# block 1

Figure 1. Metal 2 (block 1).
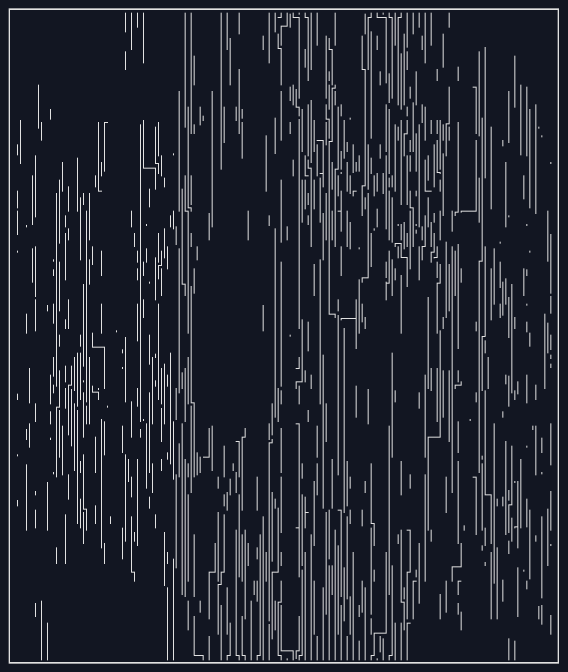

### src/rtl/mac_accumulator.sv
// Purpose: sequences product terms into an external 16x16+32 multiply-add and accumulates a scaled, saturated dot product.
// Latency: the result is valid one cycle after the last term of a group is accepted. A new result can load every cycle.
// Backpressure: term_ready drops while a result is pending and out_ready is low. The source must then hold its term stable.
module mac_accumulator #(
    parameter int                 SHIFT = 15,
    parameter logic signed [31:0] BIAS  = 32'sd0
) (
    input  logic        clk,
    input  logic        rst_n,
    input  logic        term_valid,
    output logic        term_ready,
    input  logic [15:0] term_a,
    input  logic [15:0] term_b,
    input  logic        term_sub,
    input  logic        term_last,
    output logic [31:0] mac_c,
    output logic        mac_s,
    output logic [15:0] mac_a,
    output logic [15:0] mac_b,
    input  logic [31:0] mac_o,
    output logic        out_valid,
    input  logic        out_ready,
    output logic [15:0] out_data,
    output logic        out_clip,
    output logic [7:0]  out_count
);

    logic signed [31:0] acc;
    logic [7:0]         cnt;
    logic [7:0]         cnt_inc;
    logic               term_fire;
    logic signed [31:0] scaled;
    logic               clip_hi;
    logic               clip_lo;
    logic [15:0]        sat_data;

    // The operands go straight to the multiply-add block. Its result comes back through mac_o in the same cycle.
    assign mac_a = term_a;
    assign mac_b = term_b;
    assign mac_s = term_sub;
    assign mac_c = acc;

    assign term_ready = !out_valid || out_ready;
    assign term_fire  = term_valid && term_ready;

    assign cnt_inc = (cnt == 8'd255) ? 8'd255 : cnt + 8'd1;

    assign scaled  = $signed(mac_o) >>> SHIFT;
    assign clip_hi = scaled > 32'sd32767;
    assign clip_lo = scaled < -32'sd32768;

    always_comb begin
        sat_data = scaled[15:0];
        if (clip_hi) begin
            sat_data = 16'h7fff;
        end else if (clip_lo) begin
            sat_data = 16'h8000;
        end
    end

    // Ignoring mac_o unless a term fires keeps undriven term inputs out of acc.
    always_ff @(posedge clk or negedge rst_n) begin
        if (!rst_n) begin
            acc       <= BIAS;
            cnt       <= 8'd0;
            out_valid <= 1'b0;
            out_data  <= 16'd0;
            out_clip  <= 1'b0;
            out_count <= 8'd0;
        end else if (term_fire) begin
            if (term_last) begin
                acc       <= BIAS;
                cnt       <= 8'd0;
                out_data  <= sat_data;
                out_clip  <= clip_hi || clip_lo;
                out_count <= cnt_inc;
                out_valid <= 1'b1;
            end else begin
                acc <= $signed(mac_o);
                cnt <= cnt_inc;
            end
        end else if (out_valid && out_ready) begin
            out_valid <= 1'b0;
        end
    end

endmodule

### config.mk
export PLATFORM = sky130hd
export DESIGN_NAME = mac_accumulator
export DESIGN_NICKNAME = d
export VERILOG_FILES = /design/src/rtl/mac_accumulator.sv
export SDC_FILE = /design/constraint.sdc
export NUM_CORES = 1
export LEC_CHECK = 0
export ABC_AREA = 1
export CORE_ASPECT_RATIO = 1.2
export CORE_MARGIN = 2
export CORE_UTILIZATION = 40
export DETAILED_ROUTE_END_ITERATION = 8
export GPL_TIMING_DRIVEN = 0
export HOLD_SLACK_MARGIN = 0.05
export PLACE_DENSITY = 0.87
export SLEW_MARGIN = 25
export SYNTH_ARGS = -nofsm -noshare
export SYNTH_HDL_FRONTEND = slang
export SYNTH_SLANG_ARGS = --single-unit
### constraint.sdc
create_clock -name clk -period 1.54 [get_ports clk]
set_input_delay 0.385 -clock clk [delete_from_list [all_inputs] [get_ports clk]]
set_output_delay 0.385 -clock clk [all_outputs]
set_load 0.02 [all_outputs]
# block 2

`config.mk`:
```
export PLATFORM = sky130hd
export DESIGN_NAME = pbuf_scheduler_flat
export DESIGN_NICKNAME = d
export VERILOG_FILES = /design/src/rtl/pbuf_pkg.sv /design/src/rtl/pbuf_scheduler_if.sv /design/src/rtl/pbuf_scheduler_idx_fifo.sv /design/src/rtl/pbuf_scheduler.sv /design/src/flat_wrapper.sv
export SDC_FILE = /design/constraint.sdc
export NUM_CORES = 1
export LEC_CHECK = 0
export CAP_MARGIN = 20
export CORE_AREA = 2 2 105 107
export DETAILED_ROUTE_END_ITERATION = 10
export DIE_AREA = 0 0 107 109
export PLACE_DENSITY = 0.71
export SLEW_MARGIN = 10
export SYNTH_ARGS = -nofsm -noshare
export SYNTH_HDL_FRONTEND = slang
export SYNTH_HIERARCHICAL = 1
export SYNTH_SLANG_ARGS = --single-unit
```
`constraint.sdc`:
```
create_clock -name clk -period 6.7 [get_ports clk]
set_clock_uncertainty 0.2 [all_clocks]
set_input_delay 1.34 -clock clk [delete_from_list [all_inputs] [get_ports clk]]
set_output_delay 1.34 -clock clk [all_outputs]
set_load 0.05 [all_outputs]
```
`src/rtl/pbuf_pkg.sv`:
```
// Shared definitions for the ping/pang/pung packet-buffer scheduler.
package pbuf_pkg;
  localparam logic [1:0] SEL_NONE = 2'b00;
  localparam logic [1:0] SEL_PING = 2'b01;
  localparam logic [1:0] SEL_PANG = 2'b10;
  localparam logic [1:0] SEL_PUNG = 2'b11;
  localparam int NUM_BUF = 3;

  typedef enum logic [2:0] {
    BUF_FREE, BUF_SN, BUF_WAIT_CPU, BUF_CPU, BUF_WAIT_FWD, BUF_FWD
  } buf_state_t;

  // Buffer index 0..2 maps to sel 01..11.
  function automatic logic [1:0] idx2sel(input logic [1:0] idx);
    return idx + 2'd1;
  endfunction

  function automatic logic [1:0] sel2idx(input logic [1:0] sel);
    return sel - 2'd1;
  endfunction
endpackage

```
`src/rtl/pbuf_scheduler_if.sv`:
```
// Agent-facing pulses and buffer-ownership outputs of the packet-buffer scheduler.
interface pbuf_scheduler_if #(parameter int LEN_WIDTH = 13);
  logic                 sn_done;
  logic [LEN_WIDTH-1:0] sn_len;
  logic                 cpu_acc;
  logic                 cpu_rej;
  logic                 fwd_done;
  logic [1:0]           sn_sel;
  logic [1:0]           cpu_sel;
  logic [1:0]           fwd_sel;
  logic [LEN_WIDTH-1:0] cpu_len;
  logic [LEN_WIDTH-1:0] fwd_len;
  logic                 err;

  modport master (
    output sn_done, sn_len, cpu_acc, cpu_rej, fwd_done,
    input  sn_sel, cpu_sel, fwd_sel, cpu_len, fwd_len, err
  );

  modport slave (
    input  sn_done, sn_len, cpu_acc, cpu_rej, fwd_done,
    output sn_sel, cpu_sel, fwd_sel, cpu_len, fwd_len, err
  );
endinterface

```
`src/rtl/pbuf_scheduler_idx_fifo.sv`:
```
// 3-deep FIFO of 2-bit buffer indices; an empty FIFO passes a same-cycle push
// straight to the pop side so a released buffer can be granted in the same edge.
module idx_fifo (
  input  logic       clk,
  input  logic       rst,
  input  logic       push,
  input  logic [1:0] push_idx,
  input  logic       pop,
  output logic       pop_vld,
  output logic [1:0] pop_idx
);
  logic [2:0][1:0] mem_q, mem_d;
  logic [1:0]      cnt_q, cnt_d;
  logic            empty;

  assign empty   = (cnt_q == 2'd0);
  assign pop_vld = !empty || push;
  assign pop_idx = empty ? push_idx : mem_q[0];

  always_comb begin
    mem_d = mem_q;
    cnt_d = cnt_q;
    if (pop && !empty) begin
      mem_d[0] = mem_q[1];
      mem_d[1] = mem_q[2];
      cnt_d    = cnt_q - 2'd1;
    end
    // A push consumed by pass-through never touches storage.
    if (push && !(pop && empty) && cnt_d != 2'd3) begin
      mem_d[cnt_d] = push_idx;
      cnt_d        = cnt_d + 2'd1;
    end
  end

  always_ff @(posedge clk) begin
    if (rst) begin
      mem_q <= '0;
      cnt_q <= 2'd0;
    end else begin
      mem_q <= mem_d;
      cnt_q <= cnt_d;
    end
  end
endmodule

```
`src/rtl/pbuf_scheduler.sv`:
```
// Rotates three packet buffers between snooper, CPU and forwarder; releases
// are applied first each edge, then grants are made on the post-release state.
module pbuf_scheduler
  import pbuf_pkg::*;
#(
  parameter int ADDR_WIDTH = 10,
  parameter int LEN_WIDTH  = ADDR_WIDTH + 3
) (
  input logic              clk,
  input logic              rst,
  pbuf_scheduler_if.slave  bus
);
  buf_state_t           st_q [NUM_BUF];
  buf_state_t           st_rel [NUM_BUF];
  buf_state_t           st_d [NUM_BUF];
  logic [LEN_WIDTH-1:0] len_q [NUM_BUF];
  logic [LEN_WIDTH-1:0] len_d [NUM_BUF];
  logic [1:0]           sn_sel_q, sn_sel_d, sn_rel;
  logic [1:0]           cpu_sel_q, cpu_sel_d, cpu_rel;
  logic [1:0]           fwd_sel_q, fwd_sel_d, fwd_rel;
  logic [LEN_WIDTH-1:0] cpu_len_q, cpu_len_d, fwd_len_q, fwd_len_d;
  logic                 err_q, err_d;
  logic                 cq_push, cq_pop, cq_vld, fq_push, fq_pop, fq_vld;
  logic [1:0]           cq_push_idx, cq_idx, fq_push_idx, fq_idx;

  idx_fifo u_wait_cpu (
    .clk(clk), .rst(rst), .push(cq_push), .push_idx(cq_push_idx),
    .pop(cq_pop), .pop_vld(cq_vld), .pop_idx(cq_idx)
  );

  idx_fifo u_wait_fwd (
    .clk(clk), .rst(rst), .push(fq_push), .push_idx(fq_push_idx),
    .pop(fq_pop), .pop_vld(fq_vld), .pop_idx(fq_idx)
  );

  // Release phase; kept apart from grants so FIFO pass-through is not a comb loop.
  always_comb begin
    st_rel      = st_q;
    len_d       = len_q;
    sn_rel      = sn_sel_q;
    cpu_rel     = cpu_sel_q;
    fwd_rel     = fwd_sel_q;
    err_d       = err_q;
    cq_push     = 1'b0;
    cq_push_idx = sel2idx(sn_sel_q);
    fq_push     = 1'b0;
    fq_push_idx = sel2idx(cpu_sel_q);
    if (bus.sn_done) begin
      if (sn_sel_q == SEL_NONE) err_d = 1'b1;
      else begin
        st_rel[sel2idx(sn_sel_q)] = BUF_WAIT_CPU;
        len_d[sel2idx(sn_sel_q)]  = bus.sn_len;
        cq_push = 1'b1;
        sn_rel  = SEL_NONE;
      end
    end
    if (bus.cpu_acc && bus.cpu_rej) err_d = 1'b1;
    if (bus.cpu_acc || bus.cpu_rej) begin
      if (cpu_sel_q == SEL_NONE) err_d = 1'b1;
      else begin
        cpu_rel = SEL_NONE;
        if (bus.cpu_rej) st_rel[sel2idx(cpu_sel_q)] = BUF_FREE;
        else begin
          st_rel[sel2idx(cpu_sel_q)] = BUF_WAIT_FWD;
          fq_push = 1'b1;
        end
      end
    end
    if (bus.fwd_done) begin
      if (fwd_sel_q == SEL_NONE) err_d = 1'b1;
      else begin
        st_rel[sel2idx(fwd_sel_q)] = BUF_FREE;
        fwd_rel = SEL_NONE;
      end
    end
  end

  // Grant phase.
  always_comb begin
    st_d      = st_rel;
    sn_sel_d  = sn_rel;
    cpu_sel_d = cpu_rel;
    fwd_sel_d = fwd_rel;
    cq_pop    = 1'b0;
    fq_pop    = 1'b0;
    if (sn_rel == SEL_NONE) begin
      for (int i = NUM_BUF - 1; i >= 0; i--)
        if (st_rel[i] == BUF_FREE) sn_sel_d = idx2sel(2'(i));
      if (sn_sel_d != SEL_NONE) st_d[sel2idx(sn_sel_d)] = BUF_SN;
    end
    if (cpu_rel == SEL_NONE && cq_vld) begin
      cq_pop         = 1'b1;
      cpu_sel_d      = idx2sel(cq_idx);
      st_d[cq_idx]   = BUF_CPU;
    end
    if (fwd_rel == SEL_NONE && fq_vld) begin
      fq_pop         = 1'b1;
      fwd_sel_d      = idx2sel(fq_idx);
      st_d[fq_idx]   = BUF_FWD;
    end
  end

  always_comb begin
    cpu_len_d = '0;
    fwd_len_d = '0;
    if (cpu_sel_d != SEL_NONE) cpu_len_d = len_d[sel2idx(cpu_sel_d)];
    if (fwd_sel_d != SEL_NONE) fwd_len_d = len_d[sel2idx(fwd_sel_d)];
  end

  always_ff @(posedge clk) begin
    if (rst) begin
      st_q[0]   <= BUF_SN;
      st_q[1]   <= BUF_FREE;
      st_q[2]   <= BUF_FREE;
      len_q     <= '{default: '0};
      sn_sel_q  <= SEL_PING;
      cpu_sel_q <= SEL_NONE;
      fwd_sel_q <= SEL_NONE;
      cpu_len_q <= '0;
      fwd_len_q <= '0;
      err_q     <= 1'b0;
    end else begin
      st_q      <= st_d;
      len_q     <= len_d;
      sn_sel_q  <= sn_sel_d;
      cpu_sel_q <= cpu_sel_d;
      fwd_sel_q <= fwd_sel_d;
      cpu_len_q <= cpu_len_d;
      fwd_len_q <= fwd_len_d;
      err_q     <= err_d;
    end
  end

  assign bus.sn_sel  = sn_sel_q;
  assign bus.cpu_sel = cpu_sel_q;
  assign bus.fwd_sel = fwd_sel_q;
  assign bus.cpu_len = cpu_len_q;
  assign bus.fwd_len = fwd_len_q;
  assign bus.err     = err_q;
endmodule

```
`src/flat_wrapper.sv`:
```
// flat-port wrapper written by rule: the top's interface ports become plain ports
module pbuf_scheduler_flat import pbuf_pkg::*;
#(
  parameter int ADDR_WIDTH = 10,
  parameter int LEN_WIDTH  = ADDR_WIDTH + 3
)
  (clk, rst, bus_sn_done, bus_sn_len, bus_cpu_acc, bus_cpu_rej, bus_fwd_done, bus_sn_sel, bus_cpu_sel, bus_fwd_sel, bus_cpu_len, bus_fwd_len, bus_err);
  pbuf_scheduler_if #(.LEN_WIDTH(LEN_WIDTH)) bus_i ();
  input logic clk;
  input logic rst;
  input wire logic [$bits(bus_i.sn_done)-1:0] bus_sn_done;
  input wire logic [$bits(bus_i.sn_len)-1:0] bus_sn_len;
  input wire logic [$bits(bus_i.cpu_acc)-1:0] bus_cpu_acc;
  input wire logic [$bits(bus_i.cpu_rej)-1:0] bus_cpu_rej;
  input wire logic [$bits(bus_i.fwd_done)-1:0] bus_fwd_done;
  output wire logic [$bits(bus_i.sn_sel)-1:0] bus_sn_sel;
  output wire logic [$bits(bus_i.cpu_sel)-1:0] bus_cpu_sel;
  output wire logic [$bits(bus_i.fwd_sel)-1:0] bus_fwd_sel;
  output wire logic [$bits(bus_i.cpu_len)-1:0] bus_cpu_len;
  output wire logic [$bits(bus_i.fwd_len)-1:0] bus_fwd_len;
  output wire logic [$bits(bus_i.err)-1:0] bus_err;
  assign bus_i.sn_done = bus_sn_done;
  assign bus_i.sn_len = bus_sn_len;
  assign bus_i.cpu_acc = bus_cpu_acc;
  assign bus_i.cpu_rej = bus_cpu_rej;
  assign bus_i.fwd_done = bus_fwd_done;
  assign bus_sn_sel = bus_i.sn_sel;
  assign bus_cpu_sel = bus_i.cpu_sel;
  assign bus_fwd_sel = bus_i.fwd_sel;
  assign bus_cpu_len = bus_i.cpu_len;
  assign bus_fwd_len = bus_i.fwd_len;
  assign bus_err = bus_i.err;
  pbuf_scheduler #(.ADDR_WIDTH(ADDR_WIDTH), .LEN_WIDTH(LEN_WIDTH)) u_core (.clk(clk), .rst(rst), .bus(bus_i));
endmodule
```
# block 3

<file path="src/rtl/shifter_pkg.sv">
// Shared definitions for the ALU logic-unit shifters: the left shifter's width
// constants and the sequential right shifter's FSM states.
package shifter_pkg;

  localparam int DATA_W = 32;
  localparam int AMT_W  = 5;
  // Per-step shift amount width; STEP is at most 8, so k fits in 0..8.
  localparam int K_W    = 4;

  localparam int LSH_DATA_W = 32;
  localparam int LSH_AMT_W  = 5;

  typedef enum logic [1:0] {
    IDLE  = 2'd0,
    SHIFT = 2'd1,
    DONE  = 2'd2
  } state_t;

endpackage

</file>
<file path="src/rtl/rshift_step.sv">
// Combinational right shift by k (0..8) positions, vacated top bits taken from
// the fill input. Kept standalone so a rotate unit can reuse it.
module rshift_step
  import shifter_pkg::*;
(
  input  logic [DATA_W-1:0] i_value,
  input  logic [K_W-1:0]    i_k,
  input  logic              i_fill,
  output logic [DATA_W-1:0] o_value
);

  logic [5:0] w_idx;

  // Output bit i comes from input bit i+k, or from fill once that runs off the top.
  always_comb begin
    o_value = '0;
    w_idx   = '0;
    for (int i = 0; i < DATA_W; i++) begin
      w_idx = 6'(i) + {2'b00, i_k};
      if (w_idx < 6'(DATA_W)) begin
        o_value[i] = i_value[w_idx[4:0]];
      end else begin
        o_value[i] = i_fill;
      end
    end
  end

endmodule

</file>
<file path="src/rtl/rshifter_32bit_seq.sv">
// Sequential 32-bit logical/arithmetic right shifter: shifts up to STEP bits per
// clock after an accepted start, then pulses done with the result held on S.
module rshifter_32bit_seq
  import shifter_pkg::*;
#(
  parameter int STEP = 1
) (
  input  logic              clk,
  input  logic              reset,
  input  logic              start,
  input  logic [DATA_W-1:0] D,
  input  logic [AMT_W-1:0]  amt,
  input  logic              arith,
  output logic [DATA_W-1:0] S,
  output logic              busy,
  output logic              done
);

  localparam logic [AMT_W-1:0] STEP_AMT = AMT_W'(STEP);

  state_t              r_state;
  state_t              w_nextState;
  logic [AMT_W-1:0]    r_count;
  logic                r_fill;
  logic [DATA_W-1:0]   r_shiftReg;
  logic                w_accept;
  logic [K_W-1:0]      w_k;
  logic [DATA_W-1:0]   w_shifted;

  // Final step may be partial: never shift past the remaining count.
  always_comb begin
    w_k = STEP_AMT[K_W-1:0];
    if (r_count < STEP_AMT) begin
      w_k = r_count[K_W-1:0];
    end
  end

  rshift_step u_step (
    .i_value (r_shiftReg),
    .i_k     (w_k),
    .i_fill  (r_fill),
    .o_value (w_shifted)
  );

  always_comb begin
    w_nextState = r_state;
    w_accept    = 1'b0;
    case (r_state)
      IDLE:    w_accept = start;
      SHIFT:   if (r_count == {1'b0, w_k}) w_nextState = DONE;
      DONE: begin
        w_accept    = start;
        w_nextState = IDLE;
      end
      default: w_nextState = IDLE;
    endcase
    if (w_accept) begin
      w_nextState = (amt != '0) ? SHIFT : DONE;
    end
  end

  always_ff @(posedge clk) begin
    if (reset) begin
      r_state    <= IDLE;
      r_shiftReg <= '0;
      r_count    <= '0;
      r_fill     <= 1'b0;
    end else begin
      r_state <= w_nextState;
      if (w_accept) begin
        r_shiftReg <= D;
        r_count    <= amt;
        r_fill     <= arith & D[DATA_W-1];
      end else if (r_state == SHIFT) begin
        r_shiftReg <= w_shifted;
        r_count    <= r_count - {1'b0, w_k};
      end
    end
  end

  assign S    = r_shiftReg;
  assign busy = (r_state == SHIFT);
  assign done = (r_state == DONE);

endmodule

</file>
<file path="config.mk">
export PLATFORM = sky130hd
export DESIGN_NAME = rshifter_32bit_seq
export DESIGN_NICKNAME = d
export VERILOG_FILES = /design/src/rtl/shifter_pkg.sv /design/src/rtl/rshift_step.sv /design/src/rtl/rshifter_32bit_seq.sv
export SDC_FILE = /design/constraint.sdc
export NUM_CORES = 1
export LEC_CHECK = 0
export ABC_AREA = 0
export CAP_MARGIN = 20
export CORE_MARGIN = 4
export CORE_UTILIZATION = 40
export CTS_CLUSTER_DIAMETER = 80
export CTS_CLUSTER_SIZE = 14
export DETAILED_ROUTE_END_ITERATION = 16
export SLEW_MARGIN = 20
export SYNTH_ARGS = -nofsm -noshare
export SYNTH_HDL_FRONTEND = slang
export SYNTH_HIERARCHICAL = 1
export SYNTH_SLANG_ARGS = --single-unit
</file>
<file path="constraint.sdc">
create_clock -name clk -period 4.6 [get_ports clk]
set_input_delay 0.92 -clock clk [delete_from_list [all_inputs] [get_ports clk]]
set_output_delay 0.92 -clock clk [all_outputs]
set_load 0.01 [all_outputs]
</file>
# block 4

File: config.mk
export PLATFORM = sky130hd
export DESIGN_NAME = pipe_ctrl_unit
export DESIGN_NICKNAME = d
export VERILOG_FILES = /design/src/rtl/mips_ctrl_pkg.sv /design/src/rtl/pipe_ctrl_unit_decode.sv /design/src/rtl/pipe_ctrl_unit.sv
export SDC_FILE = /design/constraint.sdc
export NUM_CORES = 1
export LEC_CHECK = 0
export CAP_MARGIN = 10
export CORE_ASPECT_RATIO = 1.2
export CORE_UTILIZATION = 23
export DETAILED_ROUTE_END_ITERATION = 10
export GPL_TIMING_DRIVEN = 0
export HOLD_SLACK_MARGIN = 0.08
export REMOVE_ABC_BUFFERS = 1
export SKIP_CTS_REPAIR_TIMING = 1
export SYNTH_ARGS = -nofsm -noshare
export SYNTH_HDL_FRONTEND = slang
export SYNTH_HIERARCHICAL = 1
export SYNTH_SLANG_ARGS = --single-unit
File: constraint.sdc
create_clock -name clock -period 2.8 [get_ports clock]
set_input_delay 0.56 -clock clock [delete_from_list [all_inputs] [get_ports clock]]
set_output_delay 0.56 -clock clock [all_outputs]
set_load 0.03 [all_outputs]
File: src/rtl/mips_ctrl_pkg.sv
// Shared encodings for the pipelined MIPS control unit: opcode/funct values,
// ALU/operand/branch/jump codes and the ID/EX control bundle.
package mips_ctrl_pkg;

    localparam logic [5:0] OP_RTYPE  = 6'h00;
    localparam logic [5:0] OP_REGIMM = 6'h01;
    localparam logic [5:0] OP_J      = 6'h02;
    localparam logic [5:0] OP_JAL    = 6'h03;
    localparam logic [5:0] OP_BEQ    = 6'h04;
    localparam logic [5:0] OP_BNE    = 6'h05;
    localparam logic [5:0] OP_BGTZ   = 6'h07;
    localparam logic [5:0] OP_ADDI   = 6'h08;
    localparam logic [5:0] OP_ADDIU  = 6'h09;
    localparam logic [5:0] OP_SLTI   = 6'h0A;
    localparam logic [5:0] OP_ANDI   = 6'h0C;
    localparam logic [5:0] OP_ORI    = 6'h0D;
    localparam logic [5:0] OP_LUI    = 6'h0F;
    localparam logic [5:0] OP_LW     = 6'h23;
    localparam logic [5:0] OP_SW     = 6'h2B;

    localparam logic [5:0] F_SLL  = 6'h00;
    localparam logic [5:0] F_SRL  = 6'h02;
    localparam logic [5:0] F_SRA  = 6'h03;
    localparam logic [5:0] F_JR   = 6'h08;
    localparam logic [5:0] F_ADD  = 6'h20;
    localparam logic [5:0] F_ADDU = 6'h21;
    localparam logic [5:0] F_SUB  = 6'h22;
    localparam logic [5:0] F_SUBU = 6'h23;
    localparam logic [5:0] F_AND  = 6'h24;
    localparam logic [5:0] F_OR   = 6'h25;
    localparam logic [5:0] F_NOR  = 6'h27;
    localparam logic [5:0] F_SLT  = 6'h2A;

    // REGIMM distinguishes its branches by the rt field.
    localparam logic [4:0] RT_BGEZ = 5'd1;

    typedef enum logic [3:0] {
        ALU_NOP = 4'd0,
        ALU_ADD = 4'd1,
        ALU_SUB = 4'd2,
        ALU_AND = 4'd3,
        ALU_OR  = 4'd4,
        ALU_NOR = 4'd5,
        ALU_SLT = 4'd6,
        ALU_SLL = 4'd7,
        ALU_SRL = 4'd8,
        ALU_SRA = 4'd9
    } alu_ctrl_e;

    typedef enum logic [1:0] {
        SRC_RT   = 2'd0,
        SRC_ZEXT = 2'd1,
        SRC_SEXT = 2'd2,
        SRC_LUI  = 2'd3
    } alu_src_e;

    typedef enum logic [2:0] {
        BR_NONE = 3'd0,
        BR_BEQ  = 3'd1,
        BR_BNE  = 3'd2,
        BR_BGTZ = 3'd3,
        BR_BGEZ = 3'd4
    } br_cond_e;

    typedef enum logic [1:0] {
        JMP_NONE = 2'd0,
        JMP_JR   = 2'd1,
        JMP_J    = 2'd2,
        JMP_JAL  = 2'd3
    } jump_e;

    typedef struct packed {
        alu_ctrl_e alu_ctrl;
        alu_src_e  alu_src;
        br_cond_e  br_cond;
        jump_e     jump;
        logic      mem_read;
        logic      mem_write;
        logic      mem_to_reg;
        logic      reg_write;
    } ctrl_t;

    localparam ctrl_t CTRL_BUBBLE = '0;

endpackage

File: src/rtl/pipe_ctrl_unit_decode.sv
// Purely combinational instruction decoder (module mips_decode): produces the
// control bundle, destination register and which of rs/rt are read.
module mips_decode
    import mips_ctrl_pkg::*;
#(
    parameter int REG_AW = 5
) (
    input  logic [31:0]       instr,
    output ctrl_t             ctrl,
    output logic [REG_AW-1:0] wr_addr,
    output logic [REG_AW-1:0] rs,
    output logic [REG_AW-1:0] rt,
    output logic              uses_rs,
    output logic              uses_rt,
    output logic              unknown
);

    logic [5:0] opcode;
    logic [5:0] funct;
    logic [4:0] rt_f;
    logic [4:0] rd_f;
    logic       unused_shamt;

    assign opcode       = instr[31:26];
    assign funct        = instr[5:0];
    assign rt_f         = instr[20:16];
    assign rd_f         = instr[15:11];
    assign rs           = REG_AW'(instr[25:21]);
    assign rt           = REG_AW'(rt_f);
    assign unused_shamt = ^instr[10:6];

    always_comb begin
        ctrl    = CTRL_BUBBLE;
        wr_addr = '0;
        uses_rs = 1'b0;
        uses_rt = 1'b0;
        unknown = 1'b0;

        case (opcode)
            OP_RTYPE: begin
                ctrl.reg_write = 1'b1;
                wr_addr        = REG_AW'(rd_f);
                uses_rs        = 1'b1;
                uses_rt        = 1'b1;
                case (funct)
                    F_ADD, F_ADDU: ctrl.alu_ctrl = ALU_ADD;
                    F_SUB, F_SUBU: ctrl.alu_ctrl = ALU_SUB;
                    F_AND:         ctrl.alu_ctrl = ALU_AND;
                    F_OR:          ctrl.alu_ctrl = ALU_OR;
                    F_NOR:         ctrl.alu_ctrl = ALU_NOR;
                    F_SLT:         ctrl.alu_ctrl = ALU_SLT;
                    F_SLL: begin
                        ctrl.alu_ctrl = ALU_SLL;
                        uses_rs       = 1'b0;
                    end
                    F_SRL: begin
                        ctrl.alu_ctrl = ALU_SRL;
                        uses_rs       = 1'b0;
                    end
                    F_SRA: begin
                        ctrl.alu_ctrl = ALU_SRA;
                        uses_rs       = 1'b0;
                    end
                    F_JR: begin
                        ctrl.jump      = JMP_JR;
                        ctrl.reg_write = 1'b0;
                        wr_addr        = '0;
                        uses_rt        = 1'b0;
                    end
                    default: unknown = 1'b1;
                endcase
                // sll into $zero is the architectural nop and must not write.
                if (funct == F_SLL && rd_f == 5'd0) begin
                    ctrl    = CTRL_BUBBLE;
                    wr_addr = '0;
                    uses_rt = 1'b0;
                end
            end
            OP_ADDI, OP_ADDIU, OP_SLTI, OP_ANDI, OP_ORI, OP_LUI: begin
                ctrl.reg_write = 1'b1;
                wr_addr        = REG_AW'(rt_f);
                uses_rs        = (opcode != OP_LUI);
                case (opcode)
                    OP_SLTI: begin
                        ctrl.alu_ctrl = ALU_SLT;
                        ctrl.alu_src  = SRC_SEXT;
                    end
                    OP_ANDI: begin
                        ctrl.alu_ctrl = ALU_AND;
                        ctrl.alu_src  = SRC_ZEXT;
                    end
                    OP_ORI: begin
                        ctrl.alu_ctrl = ALU_OR;
                        ctrl.alu_src  = SRC_ZEXT;
                    end
                    OP_LUI: begin
                        ctrl.alu_ctrl = ALU_ADD;
                        ctrl.alu_src  = SRC_LUI;
                    end
                    default: begin
                        ctrl.alu_ctrl = ALU_ADD;
                        ctrl.alu_src  = SRC_SEXT;
                    end
                endcase
            end
            OP_LW: begin
                ctrl.alu_ctrl   = ALU_ADD;
                ctrl.alu_src    = SRC_SEXT;
                ctrl.mem_read   = 1'b1;
                ctrl.mem_to_reg = 1'b1;
                ctrl.reg_write  = 1'b1;
                wr_addr         = REG_AW'(rt_f);
                uses_rs         = 1'b1;
            end
            OP_SW: begin
                ctrl.alu_ctrl  = ALU_ADD;
                ctrl.alu_src   = SRC_SEXT;
                ctrl.mem_write = 1'b1;
                uses_rs        = 1'b1;
                uses_rt        = 1'b1;
            end
            OP_BEQ, OP_BNE: begin
                ctrl.alu_ctrl = ALU_SUB;
                ctrl.br_cond  = (opcode == OP_BEQ) ? BR_BEQ : BR_BNE;
                uses_rs       = 1'b1;
                uses_rt       = 1'b1;
            end
            OP_BGTZ: begin
                ctrl.alu_ctrl = ALU_SUB;
                ctrl.br_cond  = BR_BGTZ;
                uses_rs       = 1'b1;
            end
            OP_REGIMM: begin
                if (rt_f == RT_BGEZ) begin
                    ctrl.alu_ctrl = ALU_SUB;
                    ctrl.br_cond  = BR_BGEZ;
                    uses_rs       = 1'b1;
                end else begin
                    unknown = 1'b1;
                end
            end
            OP_J: ctrl.jump = JMP_J;
            OP_JAL: begin
                // The link value is formed in EX as PC + ex_link.
                ctrl.alu_ctrl  = ALU_ADD;
                ctrl.jump      = JMP_JAL;
                ctrl.reg_write = 1'b1;
                wr_addr        = REG_AW'(31);
            end
            default: unknown = 1'b1;
        endcase

        // Unknown encodings never leak partial decode into the bundle.
        if (unknown) begin
            ctrl    = CTRL_BUBBLE;
            wr_addr = '0;
            uses_rs = 1'b0;
            uses_rt = 1'b0;
        end
    end

endmodule

File: src/rtl/pipe_ctrl_unit.sv
// ID-stage control: registered ID/EX bundle, load-use stall FSM and redirect flush.
// Optional feature macro: CTRL_ILLEGAL_TRAP_EN (sticky illegal flag, unknown -> bubble).
module pipe_ctrl_unit
    import mips_ctrl_pkg::*;
#(
    parameter int XLEN            = 32,
    parameter int REG_AW          = 5,
    parameter int LOAD_USE_STALLS = 1
) (
    input  logic              clock,
    input  logic              reset,
    input  logic              id_valid,
    input  logic [XLEN-1:0]   instruction,
    input  logic              ex_redirect,
    output logic              id_ready,
    output logic              ex_valid,
    output logic [3:0]        ex_alu_ctrl,
    output logic [1:0]        ex_alu_src,
    output logic [2:0]        ex_br_cond,
    output logic [1:0]        ex_jump,
    output logic              ex_mem_read,
    output logic              ex_mem_write,
    output logic              ex_mem_to_reg,
    output logic              ex_reg_write,
    output logic [REG_AW-1:0] ex_wr_addr,
    output logic [XLEN-1:0]   ex_link,
    output logic              illegal,
    output logic [0:0]        dbg_state,
    output logic [1:0]        dbg_stall_cnt
);

    // Handshake: an instruction leaves IF/ID on a clock edge where id_valid
    // and id_ready are both 1; on a redirect it is consumed and discarded.
    localparam logic [0:0] ST_RUN   = 1'b0;
    localparam logic [0:0] ST_STALL = 1'b1;

    logic [0:0]        state_q, state_d;
    logic [1:0]        cnt_q, cnt_d;
    logic              ex_valid_q, ex_valid_d;
    ctrl_t             ex_q, ex_d;
    logic [REG_AW-1:0] wr_q, wr_d;

    ctrl_t             dec_ctrl;
    logic [REG_AW-1:0] dec_wr, dec_rs, dec_rt;
    logic              dec_uses_rs, dec_uses_rt, dec_unknown;
    logic              hazard, accept, trap;

    mips_decode #(.REG_AW(REG_AW)) u_decode (
        .instr   (instruction[31:0]),
        .ctrl    (dec_ctrl),
        .wr_addr (dec_wr),
        .rs      (dec_rs),
        .rt      (dec_rt),
        .uses_rs (dec_uses_rs),
        .uses_rt (dec_uses_rt),
        .unknown (dec_unknown)
    );

    assign hazard = id_valid && ex_valid_q && ex_q.mem_read && (wr_q != '0) &&
                    ((dec_uses_rs && dec_rs == wr_q) ||
                     (dec_uses_rt && dec_rt == wr_q));

    assign id_ready = ex_redirect || (state_q == ST_RUN && !hazard);
    assign accept   = id_valid && id_ready && !ex_redirect;

`ifdef CTRL_ILLEGAL_TRAP_EN
    assign trap = accept && dec_unknown;
`else
    assign trap = 1'b0;
`endif

    always_comb begin
        state_d = state_q;
        cnt_d   = cnt_q;
        if (ex_redirect) begin
            state_d = ST_RUN;
            cnt_d   = '0;
        end else if (state_q == ST_STALL) begin
            // The hazard cycle itself is the first bubble, so STALL leaves at 1.
            if (cnt_q <= 2'd1) begin
                state_d = ST_RUN;
                cnt_d   = '0;
            end else begin
                cnt_d = cnt_q - 2'd1;
            end
        end else if (hazard && LOAD_USE_STALLS > 1) begin
            state_d = ST_STALL;
            cnt_d   = 2'(LOAD_USE_STALLS - 1);
        end
    end

    always_comb begin
        ex_valid_d = 1'b0;
        ex_d       = CTRL_BUBBLE;
        wr_d       = '0;
        if (accept && !trap) begin
            ex_valid_d = 1'b1;
            ex_d       = dec_unknown ? CTRL_BUBBLE : dec_ctrl;
            wr_d       = dec_unknown ? '0 : dec_wr;
        end
    end

    always_ff @(posedge clock) begin
        if (reset) begin
            state_q    <= ST_RUN;
            cnt_q      <= '0;
            ex_valid_q <= 1'b0;
            ex_q       <= CTRL_BUBBLE;
            wr_q       <= '0;
        end else begin
            state_q    <= state_d;
            cnt_q      <= cnt_d;
            ex_valid_q <= ex_valid_d;
            ex_q       <= ex_d;
            wr_q       <= wr_d;
        end
    end

`ifdef CTRL_ILLEGAL_TRAP_EN
    logic illegal_q;

    always_ff @(posedge clock) begin
        if (reset) begin
            illegal_q <= 1'b0;
        end else if (trap) begin
            illegal_q <= 1'b1;
        end
    end

    assign illegal = illegal_q;
`else
    assign illegal = 1'b0;
`endif

    assign ex_valid      = ex_valid_q;
    assign ex_alu_ctrl   = ex_q.alu_ctrl;
    assign ex_alu_src    = ex_q.alu_src;
    assign ex_br_cond    = ex_q.br_cond;
    assign ex_jump       = ex_q.jump;
    assign ex_mem_read   = ex_q.mem_read;
    assign ex_mem_write  = ex_q.mem_write;
    assign ex_mem_to_reg = ex_q.mem_to_reg;
    assign ex_reg_write  = ex_q.reg_write;
    assign ex_wr_addr    = wr_q;
    assign ex_link       = XLEN'(4);
    assign dbg_state     = state_q;
    assign dbg_stall_cnt = cnt_q;

endmodule
Figure 2. Gate families picked out (block 1).
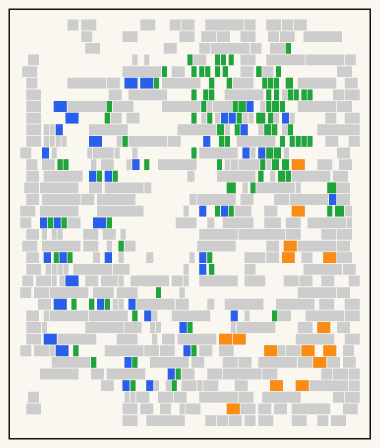
Key: AND-OR and OR-AND gates = orange [cells 15, most used a22o_1]; NAND gates = green [cells 99, most used nand2_1]; inverting AOI/OAI gates = blue [cells 43, most used o21ai_0]
logic share of the area: 21.0%
non-filler cells, final: 580

## Picture notes: Figure 1
The wires run mostly vertical. The layer carries 4,220 um of wire. The layer holds 51% of the routed length. 473 nets have wire on it.
Vias: 2,766
GR met2 Demand/Resource: 35.3%

==> impl_metrics.py, block 1 <==
# Metrics from the implementation run
metrics = {
    "run_status": {
        "status": "finished clean",
    },
    "worst_setup_path": {
        "cp-start-kind": "primary input",
        "critPathRequiredTime_ns": 1.15,
        "timing.rr.start": "cnt[0]$_DFFE_PN0P_",
    },
    "global_routing": {
        "grt_use_met1_pct": 23.0,
        "grt_max_degree": 54,
    },
    "power": {
        "seq-power_w": 0.00206,
        "p_per_area_nw_per_um2": 1060,
        "seq_power_share_pct": 41.6,
    },
    "place": {
        "placed_area_um2": 4500,
        "gp_congestion": 0.828,
    },
    "synth": {
        "netlist.area_leader.share_pct": 53.7,
        "yosys.area_share.aoi_pct": 12.5,
        "top_area_cell": "dfrtp_1",
        "logic_family": "simple AND/OR/NAND/NOR gates",
    },
    "sta": {
        "rsz0062_at_grt": "false",
    },
    "flow_run": {
        "warnings": 26,
        "cap_violations": 0,
    },
    "clock_tree": {
        "numCtsBuffers": 9,
        "clockBufferDepth": 2,
    },
    "cells_and_area": {
        "fin_util_pct": 61.5,
        "seq_cells": 66,
        "fillCellCount": 666,
    },
    "worst_hold_path": {
        "hold_path.class": "in -> async",
    },
}
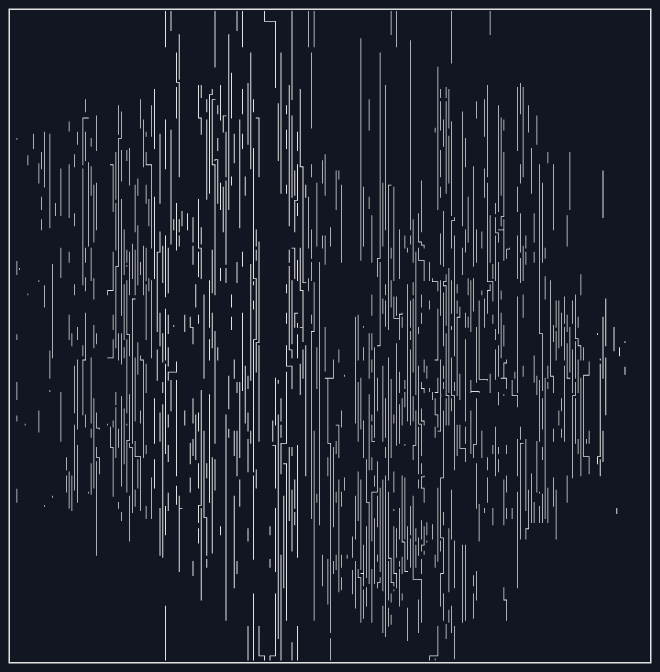
Figure 3: block 2, metal 2.
The layer holds 49% of the routed length. 475 nets have wire on it. The layer carries 5,290 um of wire. The wires run mostly vertical. The longest straight run is 43.9 um.

==> impl_metrics.py, block 2 <==
# Metrics from the implementation run
metrics = {
    "cells_and_area": {
        "fillCellCount": 950,
        "seq_cells": 97,
        "layout.cells.non_filler": 657,
        "comb_cells": 327,
        "largest-register": "u_core/len_q",
        "seq_area_um2": 1940,
        "final_common_cell": "dfxtp_1",
        "finalNetCount": 551,
        "inv_count": 22,
        "layout_top_cells": "97 x dfxtp_1, 60 x nor2_1, 55 x mux2i_1, 50 x clkdlybuf4s50_1",
        "nNonClkBuffers": 55,
    },
    "route": {
        "drt_iter0_markers": 162,
        "viasPerCell": 5.41,
        "ant_nets": 0,
        "post_drt_wl_per_cell_um": 16.5,
        "wl_met1_um": 4950,
    },
    "worst_setup_path": {
        "crit_top_cell": "inv_1",
        "crit_end": "u_core/bus.cpu_len[11]$_SDFF_PP0_",
        "worstSetupPathType": "in -> reg",
        "crit_arrival_ns": 4.69,
        "reg2reg_slack_ns": 2.74,
        "timing.rr.end": "u_core/bus.fwd_len[8]$_SDFF_PP0_",
        "critPathRequiredTime_ns": 6.77,
        "cp-startpoint": "bus_sn_done",
    },
    "synth": {
        "most_common_cell": "dfxtp_1",
        "ys_types": 58,
        "ys_sh_adder_pct": 5.26,
        "syn_inst": 470,
        "area_leaders": "dfxtp_1 41%, mux2i_1 12%, ha_1 5.3%, mux2_2 5.0%, nor2_1 4.7%",
        "ys_seq_share_pct": 40.8,
    },
    "floorplan": {
        "boundaryPins": 52,
        "die_height_um": 109,
    },
    "sta": {
        "maxSlewHeadroom_pct": 43.7,
        "setup_ws_ns": 2.08,
        "drv_slew": 0,
    },
    "clock_tree": {
        "cts.clk_slew.worst_paths_ns": 0.10,
        "post_cts_buffers": 0,
        "htree_num_levels": 3,
    },
    "power": {
        "switching_share_pct": 43.7,
        "comb-power_w": 0.00126,
        "vdd_drop_max_mv": 0.194,
    },
    "run_status": {
        "status": "finished clean",
    },
    "worst_hold_path": {
        "hold_path.class": "reg -> reg",
        "min-delay-start": "u_core/u_wait_fwd/mem_q[4]$_SDFFE_PP0P_",
    },
    "global_routing": {
        "grt_pass1_wl_um": 18000,
    },
    "place": {
        "dp_hpwl_um": 7420,
        "place_ws_ns": 1.73,
    },
}
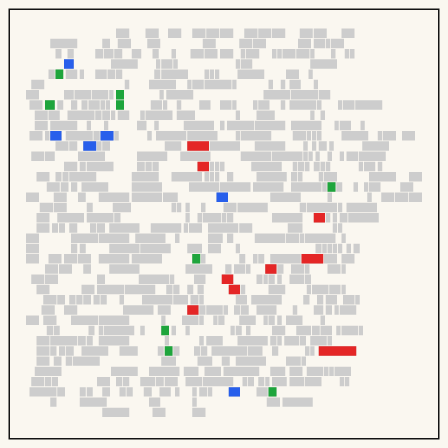
Figure 4: block 3, gate families picked out.
Key: AND-OR and OR-AND gates = blue [cells 6]; XOR/XNOR gates = red [cells 9, most used xnor2_1]; AND and OR gates = green [cells 9]
non-filler cells, final: 690
highest-count logic cell in the final layout: nand2_1

==> impl_metrics.py, block 3 <==
# Metrics from the implementation run
metrics = {
    "run_status": {
        "status": "finished clean",
    },
    "synth": {
        "ys_sh_xor_pct": 2.52,
        "ys_types": 53,
        "ys_seq_share_pct": 17.9,
        "syn_inst": 487,
        "yosys.area_share.aoi_pct": 14.6,
        "ys_warn_count": 6,
    },
    "worst_setup_path": {
        "reg2regPathDepth": 11,
        "critical_path.max_fanout": 16,
    },
    "power": {
        "p_leak_nw": 1.99,
    },
    "route": {
        "vias": 4332,
        "viasPerCell": 6.28,
    },
    "worst_hold_path": {
        "hold_path.class": "reg -> reg",
    },
    "sta": {
        "hold_viol": 0,
        "holdWs_ns": 0.522,
    },
    "global_routing": {
        "antenna_found_initial": 0,
    },
    "cells_and_area": {
        "fillCellCount": 1028,
    },
    "clock_tree": {
        "htree_num_levels": 2,
    },
}
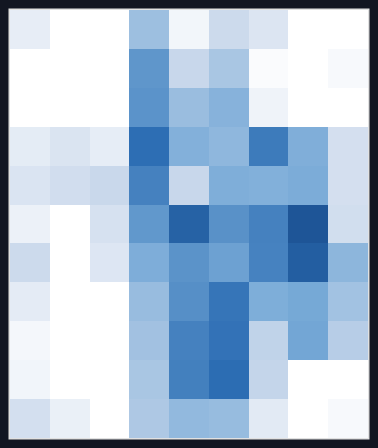
Figure 5: block 4, placement density heat map.
9 x 11 tiles, from white (low) to dark blue (high), 0 to 100% covered.
The emptiest ninth of the die: top left. The fullest tile reaches 85%. The mean over all tiles is 28%. 4.0% of the tiles are over 75% full. 25% of the tiles are nearly empty.

==> impl_metrics.py, block 4 <==
# Metrics from the implementation run
metrics = {
    "run_status": {
        "status": "complete, but fails checks",
        "violations": "negative setup slack",
    },
    "synth": {
        "yosys-stat-cells": 273,
        "ys_area_um2": 2220,
        "simple_gate_area_share_pct": 20.1,
        "netlist.area_leader.share_pct": 21.6,
        "ys_seq_share_pct": 21.6,
        "ys_sh_xor_pct": 4.73,
        "ys_sh_adder_pct": 0,
        "synth-edff-count": 0,
    },
    "power": {
        "power.share.clock_pct": 33.4,
        "p_per_area_nw_per_um2": 298,
        "comb-power_w": 0.000254,
        "power_clock_w": 0.000299,
    },
    "worst_setup_path": {
        "crit_end": "id_ready",
        "critPathRequiredTime_ns": 2.24,
        "end_kind": "output port",
    },
    "clock_tree": {
        "htree_num_levels": 1,
    },
    "global_routing": {
        "grt_pass1_wl_um": 8290,
        "use_met3_pct": 1.73,
        "antenna_found_initial": 0,
    },
    "cells_and_area": {
        "num-clock-buffers": 3,
        "comb_cells": 190,
        "final_common_cell": "clkdlybuf4s50_1",
    },
    "place": {
        "place_inst": 419,
    },
    "sta": {
        "setup_ws_ns": -0.343,
        "fin_crit_ns": 3.14,
        "timing.fmax_mhz": 318,
        "setup_viol": 1,
    },
    "flow_run": {
        "cap_violations": 0,
    },
    "route": {
        "detail_route.first_pass.iterations": 5,
        "post_drt_wl_per_cell_um": 12.5,
        "drcViolationCount": 0,
        "vias": 1989,
    },
    "floorplan": {
        "boundaryPins": 94,
        "taps": 120,
        "initCoreUtil_pct": 24.1,
    },
}

==> screenshots <==
Track usage over the die.
(a)
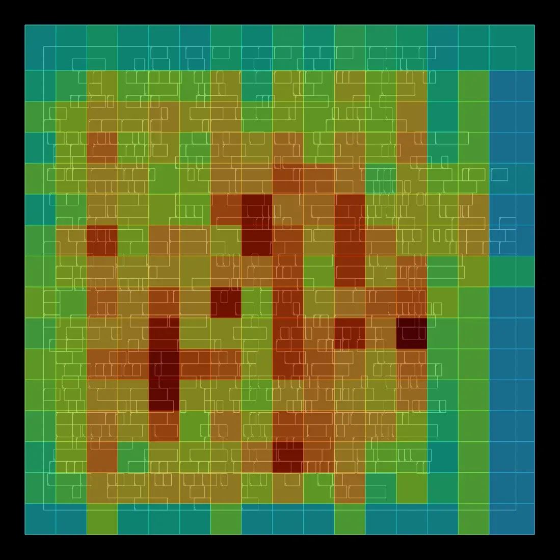
(b)
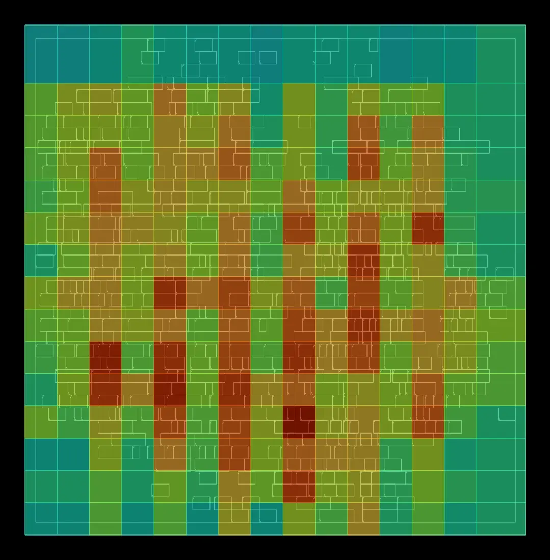
(c)
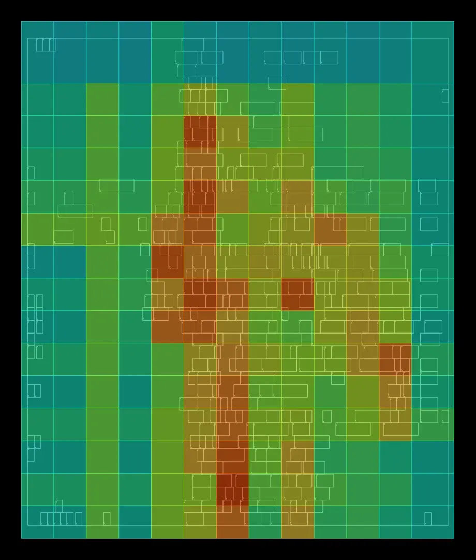
(d)
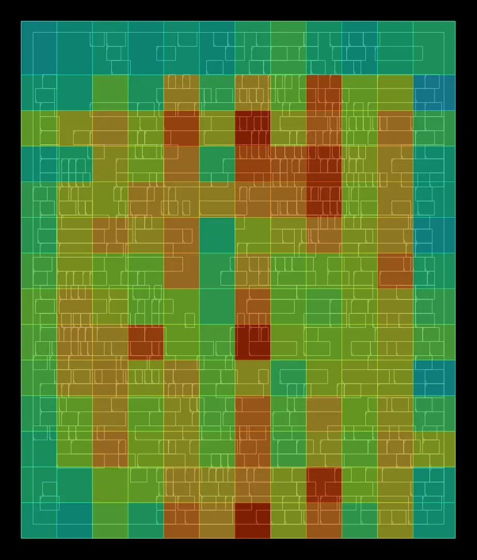
block 3: (a)
block 4: (c)
block 2: (b)
block 1: (d)
Of these, highest utilization: (d)



==> gallery <==
Wiring by layer.
shot_01.png
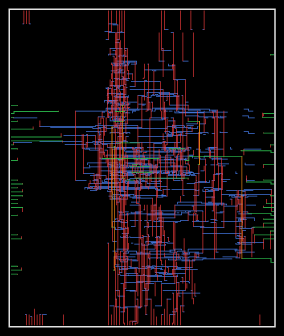
shot_02.png
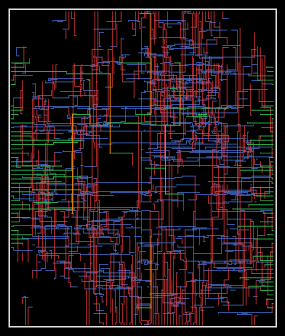
shot_03.png
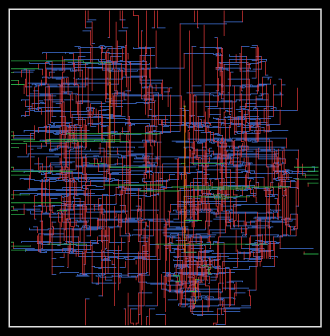
shot_04.png
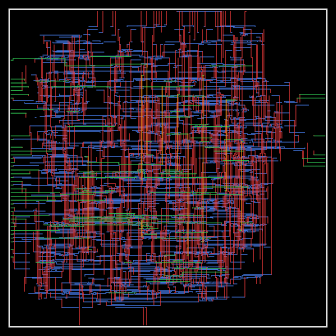
| from | picture |
|---|---|
| block 4 | shot_01.png |
| block 2 | shot_03.png |
| block 1 | shot_02.png |
| block 3 | shot_04.png |


==> notes/layouts.md <==
Pictures saved along the way, in no particular order.

Placement density heat map.
panel A
8 x 10 tiles, from white (low) to dark blue (high), 0 to 100% covered.
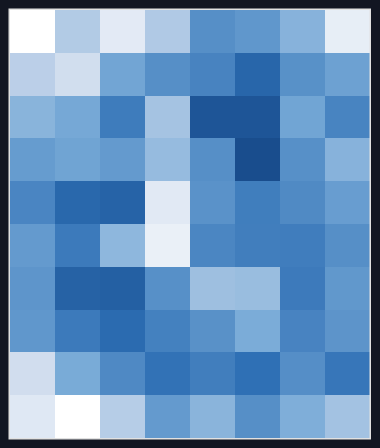
panel B
11 x 11 tiles, from white (low) to dark blue (high), 0 to 100% covered.
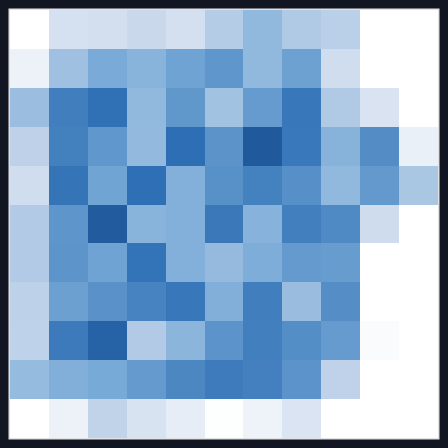
panel C
11 x 11 tiles, from white (low) to dark blue (high), 0 to 100% covered.
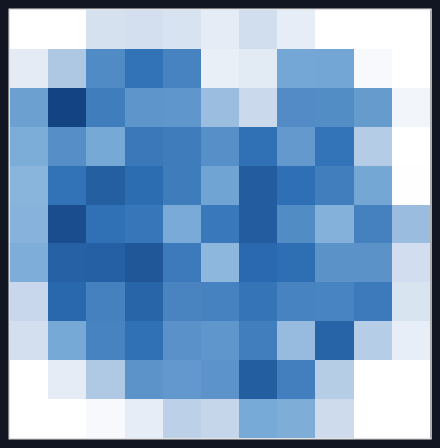
| from | picture |
|---|---|
| block 3 | panel B |
| block 1 | panel A |
| block 2 | panel C |

Key to panel A:
The emptiest ninth of the die: top left. 11% of the tiles are over 75% full. The fullest tile reaches 88%. 2.5% of the tiles are nearly empty. The mean over all tiles is 54%.

Power and IR drop assume default switching activity.
